==================== mux_n_1_pipe
Fig. 1: mux_n_1_pipe, wires at chosen ports, followed through buffers
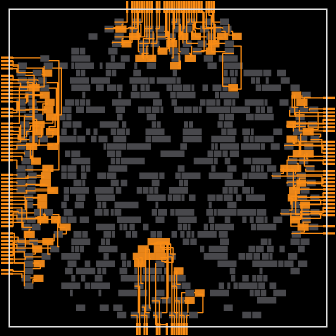

File: config.mk
export PLATFORM = sky130hd
export DESIGN_NAME = mux_n_1_pipe
export DESIGN_NICKNAME = d
export VERILOG_FILES = /design/src/rtl/mux_n_1_pipe.sv
export SDC_FILE = /design/constraint.sdc
export NUM_CORES = 1
export LEC_CHECK = 0
export CAP_MARGIN = 20
export CORE_MARGIN = 2
export CORE_UTILIZATION = 31
export DETAILED_ROUTE_END_ITERATION = 10
export GPL_ROUTABILITY_DRIVEN = 0
export PLACE_DENSITY = 0.59
export SYNTH_ARGS = -nofsm -noshare
export SYNTH_HDL_FRONTEND = slang
export SYNTH_SLANG_ARGS = --single-unit
File: constraint.sdc
create_clock -name clock -period 4.4 [get_ports clock]
set_clock_uncertainty 0.05 [all_clocks]
set_input_delay 0.88 -clock clock [delete_from_list [all_inputs] [get_ports clock]]
set_output_delay 0.88 -clock clock [all_outputs]
set_load 0.02 [all_outputs]
File: src/rtl/mux_n_1_pipe.sv
// Registered N:1 word selector with optional byte-to-word address shift,
// delivered through a 2-entry valid/ready buffer.
module mux_n_1_pipe #(
   parameter int unsigned WIDTH      = 32,
   parameter int unsigned NUM_INPUTS = 4,
   parameter int unsigned SEL_WIDTH  = 2,
   parameter int unsigned SHIFT_AMT  = 2
) (
   input  logic                          clock,
   input  logic                          reset_n,
   input  logic [WIDTH*NUM_INPUTS-1:0]   in_data,
   input  logic [SEL_WIDTH-1:0]          in_sel,
   input  logic                          in_shift,
   input  logic                          in_valid,
   output logic                          in_ready,
   output logic [WIDTH-1:0]              out_data,
   output logic                          out_err,
   output logic                          out_valid,
   input  logic                          out_ready,
   output logic [1:0]                    out_level
);

   localparam int unsigned ENTRY_W = WIDTH + 1;

   typedef enum logic [1:0] {
      EMPTY = 2'd0,
      ONE   = 2'd1,
      FULL  = 2'd2
   } state_t;

   state_t               state_q;
   state_t               state_nxt;
   logic [ENTRY_W-1:0]   head_q;
   logic [ENTRY_W-1:0]   head_nxt;
   logic [ENTRY_W-1:0]   tail_q;
   logic [ENTRY_W-1:0]   tail_nxt;
   logic [ENTRY_W-1:0]   new_entry;
   logic [WIDTH-1:0]     sel_word;
   logic [WIDTH-1:0]     shifted_word;
   logic                 sel_err;
   logic                 push;
   logic                 pop;

   // Input selection; an unmatched selector yields a zero word flagged as error
   always_comb begin
      sel_word = '0;
      sel_err  = 1'b1;
      for (int unsigned k = 0; k < NUM_INPUTS; k++) begin
         if (in_sel == SEL_WIDTH'(k)) begin
            sel_word = in_data[k*WIDTH +: WIDTH];
            sel_err  = 1'b0;
         end
      end
      shifted_word = in_shift ? (sel_word >> SHIFT_AMT) : sel_word;
      new_entry    = {sel_err, shifted_word};
   end

   // Ready depends only on registered level, never on out_ready
   assign in_ready  = reset_n & (state_q != FULL);
   assign push      = in_valid & in_ready;
   assign pop       = (state_q != EMPTY) & out_ready;

   assign out_valid = (state_q != EMPTY);
   assign out_level = 2'(state_q);
   assign out_data  = head_q[WIDTH-1:0];
   assign out_err   = head_q[WIDTH];

   // Buffer next-state; head holds its value when draining to EMPTY
   always_comb begin
      state_nxt = state_q;
      head_nxt  = head_q;
      tail_nxt  = tail_q;
      unique case (state_q)
         EMPTY: begin
            if (push) begin
               head_nxt  = new_entry;
               state_nxt = ONE;
            end
         end
         ONE: begin
            if (push && pop) begin
               head_nxt = new_entry;
            end else if (push) begin
               tail_nxt  = new_entry;
               state_nxt = FULL;
            end else if (pop) begin
               state_nxt = EMPTY;
            end
         end
         FULL: begin
            if (pop) begin
               head_nxt  = tail_q;
               state_nxt = ONE;
            end
         end
         default: begin
            state_nxt = EMPTY;
         end
      endcase
   end

   always_ff @(posedge clock) begin
      if (!reset_n) begin
         state_q <= EMPTY;
         head_q  <= '0;
         tail_q  <= '0;
      end else begin
         state_q <= state_nxt;
         head_q  <= head_nxt;
         tail_q  <= tail_nxt;
      end
   end

endmodule

==================== bus_dma
===== src/rtl/bus_dma_pkg.sv =====
// bus_dma_pkg: state encoding for the bus_dma transfer controller.
package bus_dma_pkg;

    localparam logic [2:0] ST_IDLE = 3'd0;
    localparam logic [2:0] ST_RD   = 3'd1;
    localparam logic [2:0] ST_CAP  = 3'd2;
    localparam logic [2:0] ST_WR   = 3'd3;
    localparam logic [2:0] ST_FIN  = 3'd4;

    typedef enum logic [2:0] {
        IDLE = ST_IDLE,
        RD   = ST_RD,
        CAP  = ST_CAP,
        WR   = ST_WR,
        FIN  = ST_FIN
    } state_t;

endpackage


===== src/rtl/bus_dma.sv =====
// bus_dma: single-channel word copy engine on the memory controller bus.
// Fill mode (constant pattern, no reads) is compiled in with `define BUS_DMA_FILL_EN.
module bus_dma
    import bus_dma_pkg::*;
#(
    parameter int BITS         = 16,
    parameter int ADDRESS_BITS = 16
) (
    input  logic                    CLK,
    input  logic                    RSTb,
    input  logic                    START,
    input  logic [ADDRESS_BITS-1:0] SRC_ADDR,
    input  logic [ADDRESS_BITS-1:0] DST_ADDR,
    input  logic [ADDRESS_BITS-1:0] LEN,
    input  logic                    FILL,
    input  logic [BITS-1:0]         FILL_VALUE,
    output logic                    BUSY,
    output logic                    DONE,
    output logic [ADDRESS_BITS-1:0] ADDRESS,
    output logic [BITS-1:0]         DATA_OUT,
    input  logic [BITS-1:0]         DATA_IN,
    output logic                    memWR,
    output logic                    memRD,
    input  logic                    memBUSY
);

    localparam logic [ADDRESS_BITS-1:0] ONE = ADDRESS_BITS'(1);

    state_t                  state, state_n;
    logic [ADDRESS_BITS-1:0] src, src_n;
    logic [ADDRESS_BITS-1:0] dst, dst_n;
    logic [ADDRESS_BITS-1:0] cnt, cnt_n;
    logic [BITS-1:0]         data, data_n;
    logic                    fill_mode;

`ifdef BUS_DMA_FILL_EN
    logic fill_q, fill_n;

    assign fill_mode = fill_q;

    always_ff @(posedge CLK) begin
        if (!RSTb) fill_q <= 1'b0;
        else       fill_q <= fill_n;
    end
`else
    logic unused_fill;

    assign fill_mode   = 1'b0;
    assign unused_fill = ^{FILL, FILL_VALUE};
`endif

    assign BUSY = (state != IDLE);
    assign DONE = (state == FIN);

    // NOTE: every signal written here gets a default first, so no latch is inferred.
    always_comb begin
        state_n = state;
        src_n   = src;
        dst_n   = dst;
        cnt_n   = cnt;
        data_n  = data;
`ifdef BUS_DMA_FILL_EN
        fill_n  = fill_q;
`endif
        case (state)
            IDLE: begin
                if (START) begin
                    src_n = SRC_ADDR;
                    dst_n = DST_ADDR;
                    cnt_n = LEN;
`ifdef BUS_DMA_FILL_EN
                    fill_n = FILL;
                    if (FILL) data_n = FILL_VALUE;
                    if (LEN == '0)  state_n = FIN;
                    else if (FILL)  state_n = WR;
                    else            state_n = RD;
`else
                    state_n = (LEN == '0) ? FIN : RD;
`endif
                end
            end
            RD:  if (!memBUSY) state_n = CAP;
            CAP: begin
                data_n  = DATA_IN;
                state_n = WR;
            end
            WR: begin
                // A stalled write leaves every pointer untouched so the bus holds.
                if (!memBUSY) begin
                    src_n = src + ONE;
                    dst_n = dst + ONE;
                    cnt_n = cnt - ONE;
                    if (cnt == ONE)     state_n = FIN;
                    else if (fill_mode) state_n = WR;
                    else                state_n = RD;
                end
            end
            FIN:     state_n = IDLE;
            default: state_n = IDLE;
        endcase
    end

    // NOTE: sequential state uses <= only; bus outputs are registered from the
    // next-state view so they change exactly when the FSM enters RD or WR.
    always_ff @(posedge CLK) begin
        if (!RSTb) begin
            state    <= IDLE;
            src      <= '0;
            dst      <= '0;
            cnt      <= '0;
            data     <= '0;
            ADDRESS  <= '0;
            DATA_OUT <= '0;
            memRD    <= 1'b0;
            memWR    <= 1'b0;
        end else begin
            state <= state_n;
            src   <= src_n;
            dst   <= dst_n;
            cnt   <= cnt_n;
            data  <= data_n;
            memRD <= (state_n == RD);
            memWR <= (state_n == WR);
            if (state_n == RD)      ADDRESS <= src_n;
            else if (state_n == WR) ADDRESS <= dst_n;
            if (state_n == WR)      DATA_OUT <= data_n;
        end
    end

endmodule


===== config.mk =====
export PLATFORM = sky130hd
export DESIGN_NAME = bus_dma
export DESIGN_NICKNAME = d
export VERILOG_FILES = /design/src/rtl/bus_dma_pkg.sv /design/src/rtl/bus_dma.sv
export SDC_FILE = /design/constraint.sdc
export NUM_CORES = 1
export LEC_CHECK = 0
export CORE_ASPECT_RATIO = 2
export CORE_MARGIN = 2
export CORE_UTILIZATION = 40
export DETAILED_ROUTE_END_ITERATION = 6
export HOLD_SLACK_MARGIN = 0.06
export PLACE_DENSITY = 0.68
export RECOVER_POWER = 25
export SLEW_MARGIN = 10
export SYNTH_ARGS = -nofsm -noshare
export SYNTH_HDL_FRONTEND = slang
export SYNTH_SLANG_ARGS = --single-unit

===== constraint.sdc =====
create_clock -name CLK -period 2.7 [get_ports CLK]
set_input_delay 0.54 -clock CLK [delete_from_list [all_inputs] [get_ports CLK]]
set_output_delay 0.54 -clock CLK [all_outputs]
set_load 0.005 [all_outputs]

Fig. 2: mux_n_1_pipe, logic cells by family
The bar under the picture is 20 µm long.
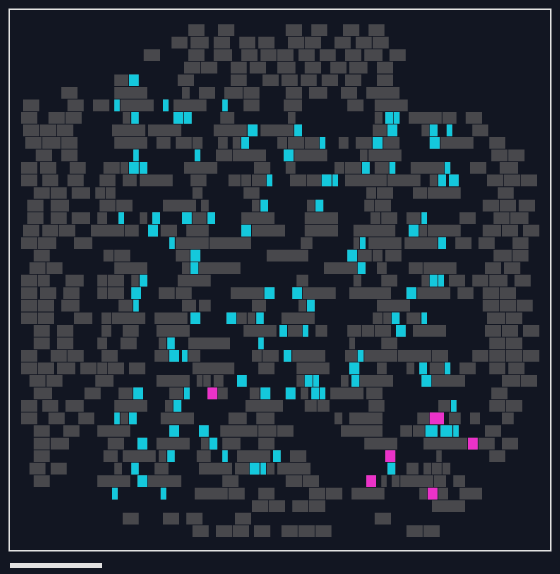
| color | family | cells | most used |
|---|---|---|---|
| magenta | AND and OR gates | 6 | and2_1 |
| cyan | NAND gates | 106 | nand3_1 |
combinational fraction of the cell area: 0.395
Top cell excl fill/tap: sky130_fd_sc_hd__clkdlybuf4s50_1
post-layout instance count excluding filler cells: 755

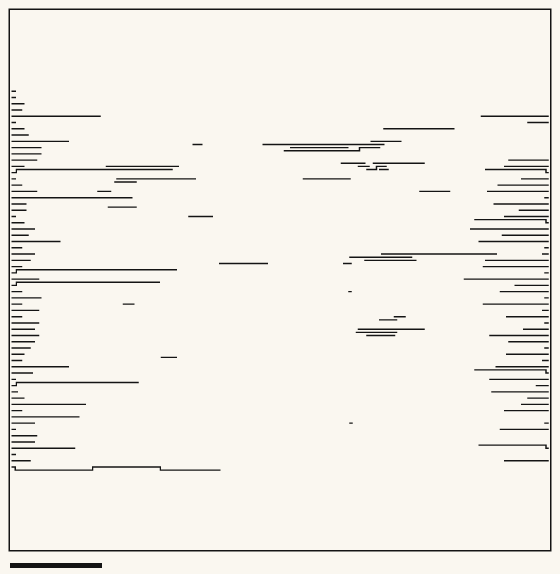
Fig. 3. M3 wires (mux_n_1_pipe).
The bar under the picture is 20 µm long.
wire length on this layer: 1140 µm
main direction: horizontal
share of all routed wire: 8.6%
nets with wire on the layer: 129
met3 Resource Use GR: 0.0427
count of vias placed by the detailed router: 4143

About Fig. 1:
| color | port | bits | direction | edge | end cells | buffers | wire |
|---|---|---|---|---|---|---|---|
| orange | `in_data` | 128 | input | 52 left, 32 top, 30 right, 14 bottom | 66 | 128 | 2380 µm |
IO Pins: 172
number of input and output port buffers inserted: 171

==> notes.md, mux_n_1_pipe <==
Notes from the flow run.

Detailed routing:
- The run puts the routed metal-1 wirelength at approximately 5800 µm.
- Per the detail_route log, the uppermost layer with routed signals is met4.
- The routed design uses ~1100 µm of met3 wire.
- The run gives the ratio of routed vias to standard cells as around 5.5.
- In the log, the iteration count for the first detailed-route pass is 4.
- The run puts the total wire length after detailed routing at between 10000 and 15000 µm.

Power:
- The run gives the dominant power group as sequential cells.
- The run puts the peak supply drop at roughly 0.17 mV.
- The run puts the power density normalized to cell area at 301 mW/mm².
- The run puts the reported net switching power at 494 µW.
- Sequential cells consume a total of 678 µW.
- The run gives the internal power summed over all cells as 1.30 mW.
- The run puts the leakage power of the design at approximately 2.1 nW.
- The power report attributes to the sequential group a share of 0.377.
- The run gives the power of the clock network as 635 µW.

GRT:
- The run puts the number of antenna violations at the first check in global routing at 0.
- The first global-routing pass estimated a little over 20000 µm of wire.
- The run gives the met2 track demand over resource as 0.311.
- Recorded from the global router log, the overflow total was 0.

Finish:
- The run gives the count of nets after finishing as around 720.
- The finished layout reports a core utilization of 0.476.

Clock tree:
- The run puts the CTS buffer count at 9.
- The run gives the CTS tree as built.
- The run gives the register clock-pin slew on the reported worst setup and hold paths as 0.05 ns.
- The run puts the maximum level of the CTS H-tree at 3.
- The run puts the number of buffers inserted by hold repair at cts at 0.

Setup path:
- Counting buffers and inverters, the worst setup path is 4 cells deep.
- The run gives the endpoint of the worst register-to-register path as head_q[11].
- The run gives the worst path arrival time as 2.03 ns.
- In this run the register-to-register setup slack is 2.26 ns.

Timing:
- The run gives the setup total negative slack as 0 ns.
- The final timing report counts setup violations totalling 0.
- The run gives the final period utilization as 0.673.
- The run puts the minimum hold slack at a little over 0.4 ns.
- The run puts the number of max-slew violations in the final report at 0.

Die:
- After floorplanning, the core was sized to cover 0.0126 mm².
- The die is about 120 µm wide.

Logic synthesis:
- Sorting the Yosys area breakdown by cell type puts at the top sky130_fd_sc_hd__dfxtp_1.
- The run puts the cell count listed in synth_stat.txt at about 440.
- After synthesis, the most frequently instantiated cells are 68 x sky130_fd_sc_hd__dfxtp_1, 35 x sky130_fd_sc_hd__nand3_1, 34 x sky130_fd_sc_hd__nand2_1.
- The run gives the prevailing logic family in the synthesized netlist as AND-OR/OR-AND gates.

Status:
- The run finished with clean final reports.

Placed design:
- The run puts the pre-CTS worst setup slack at between 1 and 1.5 ns.
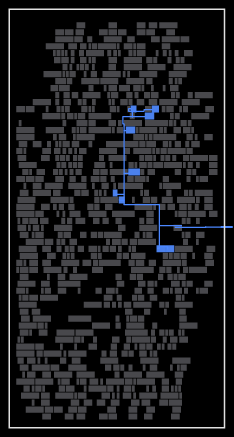
Fig. 4. Wires at chosen ports, followed through buffers (bus_dma).
| color | port | bits | direction | edge | end cells | buffers | wire |
|---|---|---|---|---|---|---|---|
| blue | `memBUSY` | 1 | input | right | 9 | 1 | 131 µm |
number of input and output port buffers inserted: 103
IO Pins: 121

==> notes.md, bus_dma <==
Notes from the flow run.

Die:
- The run gives the initial cell density of the core as 0.411.

Power:
- The share of total power dissipated in the clock network is 0.319.
- The run gives the peak supply drop as around 0.36 mV.
- The run gives the switching share of power as 0.312.
- The run gives the dominant power group as sequential cells.
- The run gives the sequential group share of total power as 0.431.
- The run gives the internal power summed over all cells as 2.78 mW.

Setup path:
- The slowest stage of the critical path is the sky130_fd_sc_hd__dlygate4sd3_1 cell.
- The kind of cell with the highest combined delay along the critical path is buffers and inverters.
- The run puts the count of buffering cells on the critical path with inverters included at 2.
- STA classifies the critical path startpoint as an input pin.
- According to the timing report, the critical path is launched from memBUSY.
- Measured in cells, the most critical reg-to-reg path has a length of 7.
- The run gives the launch instance of the worst register-to-register path as state[1].

Clock tree:
- The run gives the register clock-pin slew on the reported worst setup and hold paths as about 0.07 ns.
- The run gives the maximum level of the CTS H-tree as 3.
- The run gives the clock sink total as slightly above 100.

Detailed routing:
- The run gives the amount of wire on met2 after detailed routing as slightly below 9000 µm.
- The run gives the residual DRC count as 0.
- After the first detailed-routing iteration, the DRC count stood at between 200 and 300.
- The run gives the routed metal-1 wirelength as roughly 5700 µm.

GRT:
- Routing resource usage on met2 recorded by global route was 0.449.

Timing:
- The clock arrives with around 0.0057 ns of skew.
- Counting endpoints that fail hold in the final report gives 0.
- The run puts the maximum clock frequency at about 400 MHz.
- The final layout reports a setup TNS of 0 ns.
- The run puts the number of max-slew violations in the final report at 0.

Status:
- The flow ran to the end, and the final reports show no timing, DRC or antenna violations.

Hold path:
- Hold analysis lists the worst path endpoint as ADDRESS[2].

Finish:
- The run puts the total non-filler cell area in the finished layout at between 0.006 and 0.007 mm².
- In the layout the commonest cells are 101 x sky130_fd_sc_hd__dfxtp_1, 75 x sky130_fd_sc_hd__nor2_1, 70 x sky130_fd_sc_hd__clkdlybuf4s50_1, 55 x sky130_fd_sc_hd__nand2_1, 44 x sky130_fd_sc_hd__buf_4.
- Between the synthesized netlist and the finished layout, the area growth was recorded as 34.6%.
- The run gives the number of fillers in the final layout as ~1.2k.
- The run gives the combinational gate area as around 0.0028 mm².

Logic synthesis:
- The run gives the post-synthesis sequential area ratio as 0.403.
- In the synthesized netlist the async set-or-reset flop fraction comes to 0.
- Per the synthesis report, the XOR/XNOR share of the synthesized area is 0.0140.
- The run gives the number of warnings reported in the yosys synthesis log as 0.
- The run puts the summed standard-cell area reported by yosys at between 0.005 and 0.006 mm².

Placed design:
- The run puts the final HPWL from detailed placement at roughly 12000 µm.
- The run puts the post-placement cell count at between 800 and 900.

Job:
- The tool warning count for the run is around 44.

==> screenshots <==
Placement view.
shot_01.png
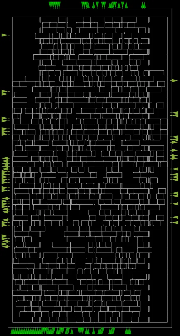
shot_02.png
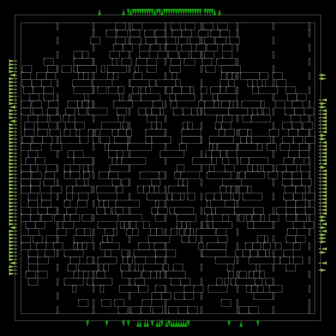
The one with the most sequential cells is shot_01.png.
bus_dma is shot_01.png.
mux_n_1_pipe is shot_02.png.


==================== valu_op_sequencer_flat
Fig. 5: valu_op_sequencer_flat, placement view
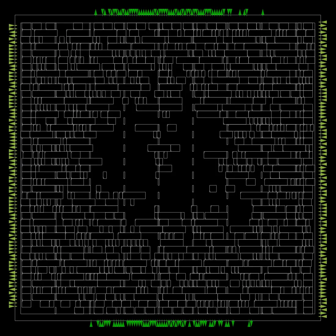
Fig. 6: valu_op_sequencer_flat, M3 wires
The bar under the picture is 20 µm long.
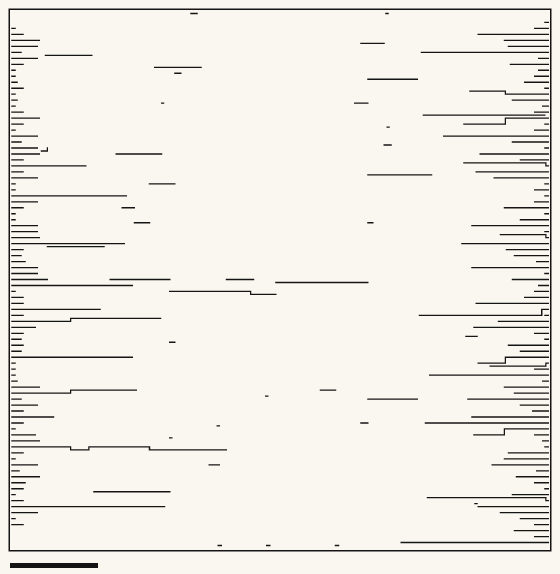
<file path="src/rtl/valu_op_sequencer_if.sv">
// valu_op_sequencer_if
//   Groups the three buses around the vector-ALU issue/capture controller:
//   - request channel from decode (req_valid/req_ready handshake plus op fields)
//   - ALU drive/return bus (valu_s/t/fs/splat out, valu_y_hi/lo back)
//   - response channel to writeback (rsp_valid/rsp_ready handshake plus result)
//   Modports:
//   - slave  : the sequencer's view (consumes requests, drives ALU and responses)
//   - master : the surrounding pipeline/ALU view
interface valu_op_sequencer_if #(
  parameter int TAG_W = 4
) ();
  // Request channel
  logic             req_valid;
  logic             req_ready;
  logic [4:0]       req_fs;
  logic [31:0]      req_s;
  logic [31:0]      req_t;
  logic [1:0]       req_splat;
  logic [TAG_W-1:0] req_tag;
  // ALU bus
  logic [31:0]      valu_s;
  logic [31:0]      valu_t;
  logic [4:0]       valu_fs;
  logic [1:0]       valu_splat;
  logic [31:0]      valu_y_hi;
  logic [31:0]      valu_y_lo;
  // Response channel
  logic             rsp_valid;
  logic             rsp_ready;
  logic [31:0]      rsp_hi;
  logic [31:0]      rsp_lo;
  logic             rsp_hi_we;
  logic [TAG_W-1:0] rsp_tag;
  logic             rsp_dz;

  modport slave (
    input  req_valid, req_fs, req_s, req_t, req_splat, req_tag,
    output req_ready,
    output valu_s, valu_t, valu_fs, valu_splat,
    input  valu_y_hi, valu_y_lo,
    output rsp_valid, rsp_hi, rsp_lo, rsp_hi_we, rsp_tag, rsp_dz,
    input  rsp_ready
  );

  modport master (
    output req_valid, req_fs, req_s, req_t, req_splat, req_tag,
    input  req_ready,
    input  valu_s, valu_t, valu_fs, valu_splat,
    output valu_y_hi, valu_y_lo,
    input  rsp_valid, rsp_hi, rsp_lo, rsp_hi_we, rsp_tag, rsp_dz,
    output rsp_ready
  );
endinterface

</file>
<file path="src/rtl/valu_op_sequencer.sv">
// valu_op_sequencer
//   Issue/capture controller in front of the combinational vector ALU.
//   Accepts one op at a time, holds the ALU inputs stable from registers for
//   SETTLE_CYC cycles, captures VY_hi/VY_lo, and presents the tagged result
//   (plus HI write-enable and divide-by-zero flag) to writeback.
//   Ports:
//   - clk    : system clock, rising edge
//   - rst    : asynchronous active-high reset
//   - bus_io : request / ALU / response buses (slave modport)
//   - busy_o : high whenever the controller is not idle
module valu_op_sequencer #(
  parameter int SETTLE_CYC = 2,
  parameter int TAG_W      = 4
) (
  input  logic               clk,
  input  logic               rst,
  valu_op_sequencer_if.slave bus_io,
  output logic               busy_o
);

  localparam int CNT_W = (SETTLE_CYC < 1) ? 1 : $clog2(SETTLE_CYC + 1);
  localparam logic [CNT_W-1:0] CNT_LOAD = CNT_W'(SETTLE_CYC - 1);

  typedef enum logic [1:0] {
    IDLE       = 2'd0,
    ISSUE_WAIT = 2'd1,
    DONE       = 2'd2
  } state_t;

  // True when any of the four byte lanes is zero (vector divide-by-zero test).
  function automatic logic any_zero_byte(input logic [31:0] v);
    return (v[7:0] == 8'h00) | (v[15:8] == 8'h00) |
           (v[23:16] == 8'h00) | (v[31:24] == 8'h00);
  endfunction

  state_t           state_q, state_d;
  logic [CNT_W-1:0] cnt_q, cnt_d;
  logic [31:0]      valu_s_q, valu_s_d;
  logic [31:0]      valu_t_q, valu_t_d;
  logic [4:0]       valu_fs_q, valu_fs_d;
  logic [1:0]       valu_splat_q, valu_splat_d;
  logic [TAG_W-1:0] tag_q, tag_d;
  logic             rsp_valid_q, rsp_valid_d;
  logic [31:0]      rsp_hi_q, rsp_hi_d;
  logic [31:0]      rsp_lo_q, rsp_lo_d;
  logic             rsp_hi_we_q, rsp_hi_we_d;
  logic [TAG_W-1:0] rsp_tag_q, rsp_tag_d;
  logic             rsp_dz_q, rsp_dz_d;
  logic             busy_q, busy_d;
  logic             req_ready_s;
  logic             accept_s;

  // Next-state, handshake and datapath-load logic.
  always_comb begin
    // A new op may only be taken when idle, or in DONE when writeback is
    // consuming the current result on this same cycle.
    req_ready_s = (state_q == IDLE) | ((state_q == DONE) & bus_io.rsp_ready);
    accept_s    = bus_io.req_valid & req_ready_s;

    // ALU inputs and tag change only on an accept edge; otherwise held.
    valu_s_d     = accept_s ? bus_io.req_s     : valu_s_q;
    valu_t_d     = accept_s ? bus_io.req_t     : valu_t_q;
    valu_fs_d    = accept_s ? bus_io.req_fs    : valu_fs_q;
    valu_splat_d = accept_s ? bus_io.req_splat : valu_splat_q;
    tag_d        = accept_s ? bus_io.req_tag   : tag_q;
    cnt_d        = accept_s ? CNT_LOAD         : cnt_q;

    state_d     = state_q;
    rsp_valid_d = rsp_valid_q;
    rsp_hi_d    = rsp_hi_q;
    rsp_lo_d    = rsp_lo_q;
    rsp_hi_we_d = rsp_hi_we_q;
    rsp_tag_d   = rsp_tag_q;
    rsp_dz_d    = rsp_dz_q;

    case (state_q)
      IDLE: begin
        if (accept_s) begin
          state_d = ISSUE_WAIT;
        end else begin
          state_d = IDLE;
        end
      end
      ISSUE_WAIT: begin
        if (cnt_q == {CNT_W{1'b0}}) begin
          // Settle window elapsed: capture the ALU result and flags derived
          // from the held inputs, not from the (possibly changing) request bus.
          state_d     = DONE;
          rsp_valid_d = 1'b1;
          rsp_hi_d    = bus_io.valu_y_hi;
          rsp_lo_d    = bus_io.valu_y_lo;
          rsp_tag_d   = tag_q;
          rsp_hi_we_d = (valu_fs_q == 5'h02) | (valu_fs_q == 5'h03);
          rsp_dz_d    = (valu_fs_q == 5'h03) & any_zero_byte(valu_t_q);
        end else begin
          cnt_d = cnt_q - CNT_W'(1);
        end
      end
      DONE: begin
        if (bus_io.rsp_ready) begin
          rsp_valid_d = 1'b0;
          if (accept_s) begin
            state_d = ISSUE_WAIT;
          end else begin
            state_d = IDLE;
          end
        end else begin
          state_d = DONE;
        end
      end
      default: begin
        state_d = IDLE;
      end
    endcase

    busy_d = (state_d != IDLE);
  end

  // State and datapath registers with asynchronous reset.
  always_ff @(posedge clk or posedge rst) begin
    if (rst) begin
      state_q      <= IDLE;
      cnt_q        <= {CNT_W{1'b0}};
      valu_s_q     <= 32'h0000_0000;
      valu_t_q     <= 32'h0000_0000;
      valu_fs_q    <= 5'h00;
      valu_splat_q <= 2'b00;
      tag_q        <= {TAG_W{1'b0}};
      rsp_valid_q  <= 1'b0;
      rsp_hi_q     <= 32'h0000_0000;
      rsp_lo_q     <= 32'h0000_0000;
      rsp_hi_we_q  <= 1'b0;
      rsp_tag_q    <= {TAG_W{1'b0}};
      rsp_dz_q     <= 1'b0;
      busy_q       <= 1'b0;
    end else begin
      state_q      <= state_d;
      cnt_q        <= cnt_d;
      valu_s_q     <= valu_s_d;
      valu_t_q     <= valu_t_d;
      valu_fs_q    <= valu_fs_d;
      valu_splat_q <= valu_splat_d;
      tag_q        <= tag_d;
      rsp_valid_q  <= rsp_valid_d;
      rsp_hi_q     <= rsp_hi_d;
      rsp_lo_q     <= rsp_lo_d;
      rsp_hi_we_q  <= rsp_hi_we_d;
      rsp_tag_q    <= rsp_tag_d;
      rsp_dz_q     <= rsp_dz_d;
      busy_q       <= busy_d;
    end
  end

  assign bus_io.req_ready  = req_ready_s;
  assign bus_io.valu_s     = valu_s_q;
  assign bus_io.valu_t     = valu_t_q;
  assign bus_io.valu_fs    = valu_fs_q;
  assign bus_io.valu_splat = valu_splat_q;
  assign bus_io.rsp_valid  = rsp_valid_q;
  assign bus_io.rsp_hi     = rsp_hi_q;
  assign bus_io.rsp_lo     = rsp_lo_q;
  assign bus_io.rsp_hi_we  = rsp_hi_we_q;
  assign bus_io.rsp_tag    = rsp_tag_q;
  assign bus_io.rsp_dz     = rsp_dz_q;
  assign busy_o            = busy_q;

endmodule
</file>
<file path="src/flat_wrapper.sv">
// flat-port wrapper written by rule: the top's interface ports become plain ports
module valu_op_sequencer_flat 
#(
  parameter int SETTLE_CYC = 2,
  parameter int TAG_W      = 4
)
  (clk, rst, busy_o, bus_io_req_valid, bus_io_req_fs, bus_io_req_s, bus_io_req_t, bus_io_req_splat, bus_io_req_tag, bus_io_req_ready, bus_io_valu_s, bus_io_valu_t, bus_io_valu_fs, bus_io_valu_splat, bus_io_valu_y_hi, bus_io_valu_y_lo, bus_io_rsp_valid, bus_io_rsp_hi, bus_io_rsp_lo, bus_io_rsp_hi_we, bus_io_rsp_tag, bus_io_rsp_dz, bus_io_rsp_ready);
  valu_op_sequencer_if #(.TAG_W(TAG_W)) bus_io_i ();
  input  logic clk;
  input  logic rst;
  output logic busy_o;
  input wire logic [$bits(bus_io_i.req_valid)-1:0] bus_io_req_valid;
  input wire logic [$bits(bus_io_i.req_fs)-1:0] bus_io_req_fs;
  input wire logic [$bits(bus_io_i.req_s)-1:0] bus_io_req_s;
  input wire logic [$bits(bus_io_i.req_t)-1:0] bus_io_req_t;
  input wire logic [$bits(bus_io_i.req_splat)-1:0] bus_io_req_splat;
  input wire logic [$bits(bus_io_i.req_tag)-1:0] bus_io_req_tag;
  output wire logic [$bits(bus_io_i.req_ready)-1:0] bus_io_req_ready;
  output wire logic [$bits(bus_io_i.valu_s)-1:0] bus_io_valu_s;
  output wire logic [$bits(bus_io_i.valu_t)-1:0] bus_io_valu_t;
  output wire logic [$bits(bus_io_i.valu_fs)-1:0] bus_io_valu_fs;
  output wire logic [$bits(bus_io_i.valu_splat)-1:0] bus_io_valu_splat;
  input wire logic [$bits(bus_io_i.valu_y_hi)-1:0] bus_io_valu_y_hi;
  input wire logic [$bits(bus_io_i.valu_y_lo)-1:0] bus_io_valu_y_lo;
  output wire logic [$bits(bus_io_i.rsp_valid)-1:0] bus_io_rsp_valid;
  output wire logic [$bits(bus_io_i.rsp_hi)-1:0] bus_io_rsp_hi;
  output wire logic [$bits(bus_io_i.rsp_lo)-1:0] bus_io_rsp_lo;
  output wire logic [$bits(bus_io_i.rsp_hi_we)-1:0] bus_io_rsp_hi_we;
  output wire logic [$bits(bus_io_i.rsp_tag)-1:0] bus_io_rsp_tag;
  output wire logic [$bits(bus_io_i.rsp_dz)-1:0] bus_io_rsp_dz;
  input wire logic [$bits(bus_io_i.rsp_ready)-1:0] bus_io_rsp_ready;
  assign bus_io_i.req_valid = bus_io_req_valid;
  assign bus_io_i.req_fs = bus_io_req_fs;
  assign bus_io_i.req_s = bus_io_req_s;
  assign bus_io_i.req_t = bus_io_req_t;
  assign bus_io_i.req_splat = bus_io_req_splat;
  assign bus_io_i.req_tag = bus_io_req_tag;
  assign bus_io_req_ready = bus_io_i.req_ready;
  assign bus_io_valu_s = bus_io_i.valu_s;
  assign bus_io_valu_t = bus_io_i.valu_t;
  assign bus_io_valu_fs = bus_io_i.valu_fs;
  assign bus_io_valu_splat = bus_io_i.valu_splat;
  assign bus_io_i.valu_y_hi = bus_io_valu_y_hi;
  assign bus_io_i.valu_y_lo = bus_io_valu_y_lo;
  assign bus_io_rsp_valid = bus_io_i.rsp_valid;
  assign bus_io_rsp_hi = bus_io_i.rsp_hi;
  assign bus_io_rsp_lo = bus_io_i.rsp_lo;
  assign bus_io_rsp_hi_we = bus_io_i.rsp_hi_we;
  assign bus_io_rsp_tag = bus_io_i.rsp_tag;
  assign bus_io_rsp_dz = bus_io_i.rsp_dz;
  assign bus_io_i.rsp_ready = bus_io_rsp_ready;
  valu_op_sequencer #(.SETTLE_CYC(SETTLE_CYC), .TAG_W(TAG_W)) u_core (.clk(clk), .rst(rst), .bus_io(bus_io_i), .busy_o(busy_o));
endmodule
</file>
<file path="config.mk">
export PLATFORM = sky130hd
export DESIGN_NAME = valu_op_sequencer_flat
export DESIGN_NICKNAME = d
export VERILOG_FILES = /design/src/rtl/valu_op_sequencer_if.sv /design/src/rtl/valu_op_sequencer.sv /design/src/flat_wrapper.sv
export SDC_FILE = /design/constraint.sdc
export NUM_CORES = 1
export LEC_CHECK = 0
export ABC_AREA = 1
export CORE_MARGIN = 2
export CORE_UTILIZATION = 42
export CTS_BUF_LIST = sky130_fd_sc_hd__clkbuf_8
export DETAILED_ROUTE_END_ITERATION = 8
export GPL_TIMING_DRIVEN = 1
export MAX_ROUTING_LAYER = met4
export PLACE_DENSITY = 0.84
export SYNTH_ARGS = -nofsm -noshare
export SYNTH_HDL_FRONTEND = slang
export SYNTH_SLANG_ARGS = --single-unit
</file>
<file path="constraint.sdc">
create_clock -name clk -period 6.4 [get_ports clk]
set_input_delay 1.28 -clock clk [delete_from_list [all_inputs] [get_ports clk]]
set_output_delay 1.28 -clock clk [all_outputs]
set_load 0.01 [all_outputs]
</file>
==> notes.md <==
Notes from the flow run.

GRT:
- The run puts the number of antenna violations at the first check in global routing at 0.
- The first global-routing pass estimated ~25000 µm of wire.
- The run puts the combined global-route utilization of all metal layers at 0.228.
- The run gives the sum of overflow across all layers after global routing as 0.
- For met2 alone, demand over resource in global routing was 0.378.
- The run puts the met1 layer usage reported by global route at 0.258.

Placed design:
- Including well taps, the total number of placed cells is ~1.1k.
- Timing analysis after detailed placement gives a worst setup slack of 2.45 ns.
- The run puts the final weighted congestion of routability-driven global placement at between 0.8 and 0.9.

Power:
- The leakage component of the power was reported as between 4 and 5 nW.
- The run puts the internal power summed over all cells at 2.89 mW.
- The clock network power reported by the tool is approximately 760 µW.
- Summing internal, switching and leakage power gives roughly 4.6 mW.
- The run gives the clock power share as 0.166.

Timing:
- The run gives the final period utilization as 0.598.
- The run gives the actual transition at the worst max-transition pin as about 1.1 ns.
- The run puts the minimum hold slack at 0.471 ns.
- The run puts the final number of hold-violating endpoints at 0.
- On the final layout, the worst clock skew is about 0.014 ns.
- The run puts the maximum clock frequency at between 200 and 300 MHz.

Die:
- The run puts the die height at 123 µm.
- The floorplan step defined a die boundary enclosing between 0.015 and 0.02 mm².

Hold path:
- The path with the worst hold slack has its endpoint at u_core.bus_io.valu_s[27].
- The worst hold path begins at u_core.bus_io.valu_s[27].
- The report gives the cell count of the worst hold path as 2.

Detailed routing:
- The run gives the amount of wire on met2 after detailed routing as a little over 8000 µm.
- Per the detail_route log, the uppermost layer with routed signals is met4.
- For this run, the detailed router reports a per-instance via density of approximately 4.7.
- The run gives the antenna violation net count after detailed routing as 0.

Status:
- The run finished with clean final reports.

Finish:
- Per the layout area report, the combinational fraction of cell area is 0.207.
- The run gives the inverter tally of the final layout excluding the clock network as 11.
- The repair_antennas step left the layout with diodes totalling 0.
- The multi-input combinational cells in the finished layout cover a total of ~0.0019 mm².
- The run puts the sequential share of cell area at 0.407.
- The run gives the proportion of layout cells with a drive suffix above 1 as 0.0447.
- The run gives the number of fillers in the final layout as around 1.1k.
- The run gives the count of clock-net buffers in the final layout as 19.
- In the layout the commonest cells are 359 x sky130_fd_sc_hd__nand2_1, 285 x sky130_fd_sc_hd__clkdlybuf4s50_1, 151 x sky130_fd_sc_hd__dfrtp_1, 70 x sky130_fd_sc_hd__nand3_1, 29 x sky130_fd_sc_hd__nor2_1.

Logic synthesis:
- Of the total synthesized cell area, the portion taken by XOR and XNOR cells is 0.
- The run puts the cell count listed in synth_stat.txt at between 600 and 700.
- The run gives the count of cell types in the netlist as 19.
- Counting every net in the synthesized netlist gives approximately 820.
- In this run the cell area of the synthesized design comes to 0.00593 mm².
- The run puts the complex-gate fraction of the synthesized area at 0.0146.
- The Yosys step of the flow raised 0 warnings.
- The run puts the count of library flops with an enable pin at 0.
- Synthesis handed over a netlist of between 600 and 700 instances.
- The run gives the area share of the leading cell type in the synthesized netlist as 0.637.

Job:
- The run puts the number of warning messages in the logs at 26.

Setup path:
- For the worst setup path, the data arrival time is 2.55 ns.
- On the critical path the largest part of the delay comes from buffers and inverters.
- The worst register-to-register path ends at u_core.cnt_q[0].
- The run puts the setup slack of the worst register-to-register path at approximately 3.8 ns.
- Following the worst setup path forward leads to its endpoint at bus_io_req_ready.

Clock tree:
- TritonCTS built the clock tree.
- The clock drives roughly 150 sinks.
- The run gives the root buffer cell as sky130_fd_sc_hd__clkbuf_8.
- The run puts the register clock-pin slew on the reported worst setup and hold paths at about 0.07 ns.
- The run puts the CTS buffer count at 17.
About Fig. 5:
flip-flop and latch count: 151
post-layout instance count excluding filler cells: 1141
num rows: 43
final standard cell utilization of the core: 0.671
inserted tap cell count: 180

About Fig. 6:
share of all routed wire: 9.4%
longest straight run: 34.7 µm
nets with wire on the layer: 184
count of vias placed by the detailed router: 5348
Total Routed Length: 16700 µm
met3 Resource Use GR: 0.0757



==> screenshots <==
Cell area per tile.
(a)
12 x 12 tiles, from black (low) to pale yellow (high), 0 to 100% covered.
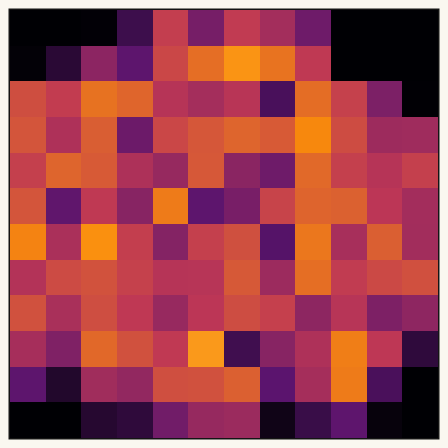
(b)
12 x 12 tiles, from black (low) to pale yellow (high), 0 to 100% covered.
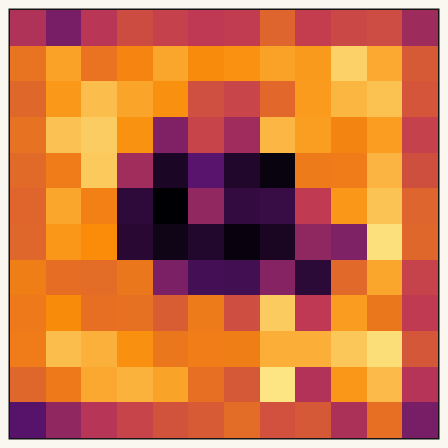
(c)
8 x 16 tiles, from black (low) to pale yellow (high), 0 to 100% covered.
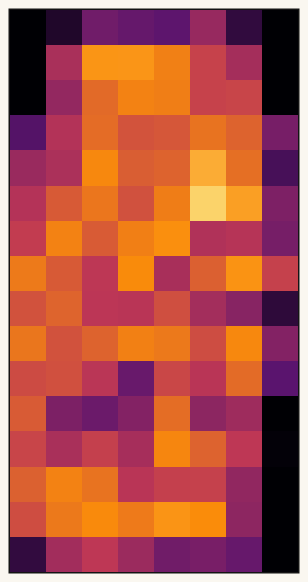
mux_n_1_pipe is (a).
bus_dma is (c).
valu_op_sequencer_flat is (b).

Power figures rest on the tool's default switching activity, not on a simulated workload.
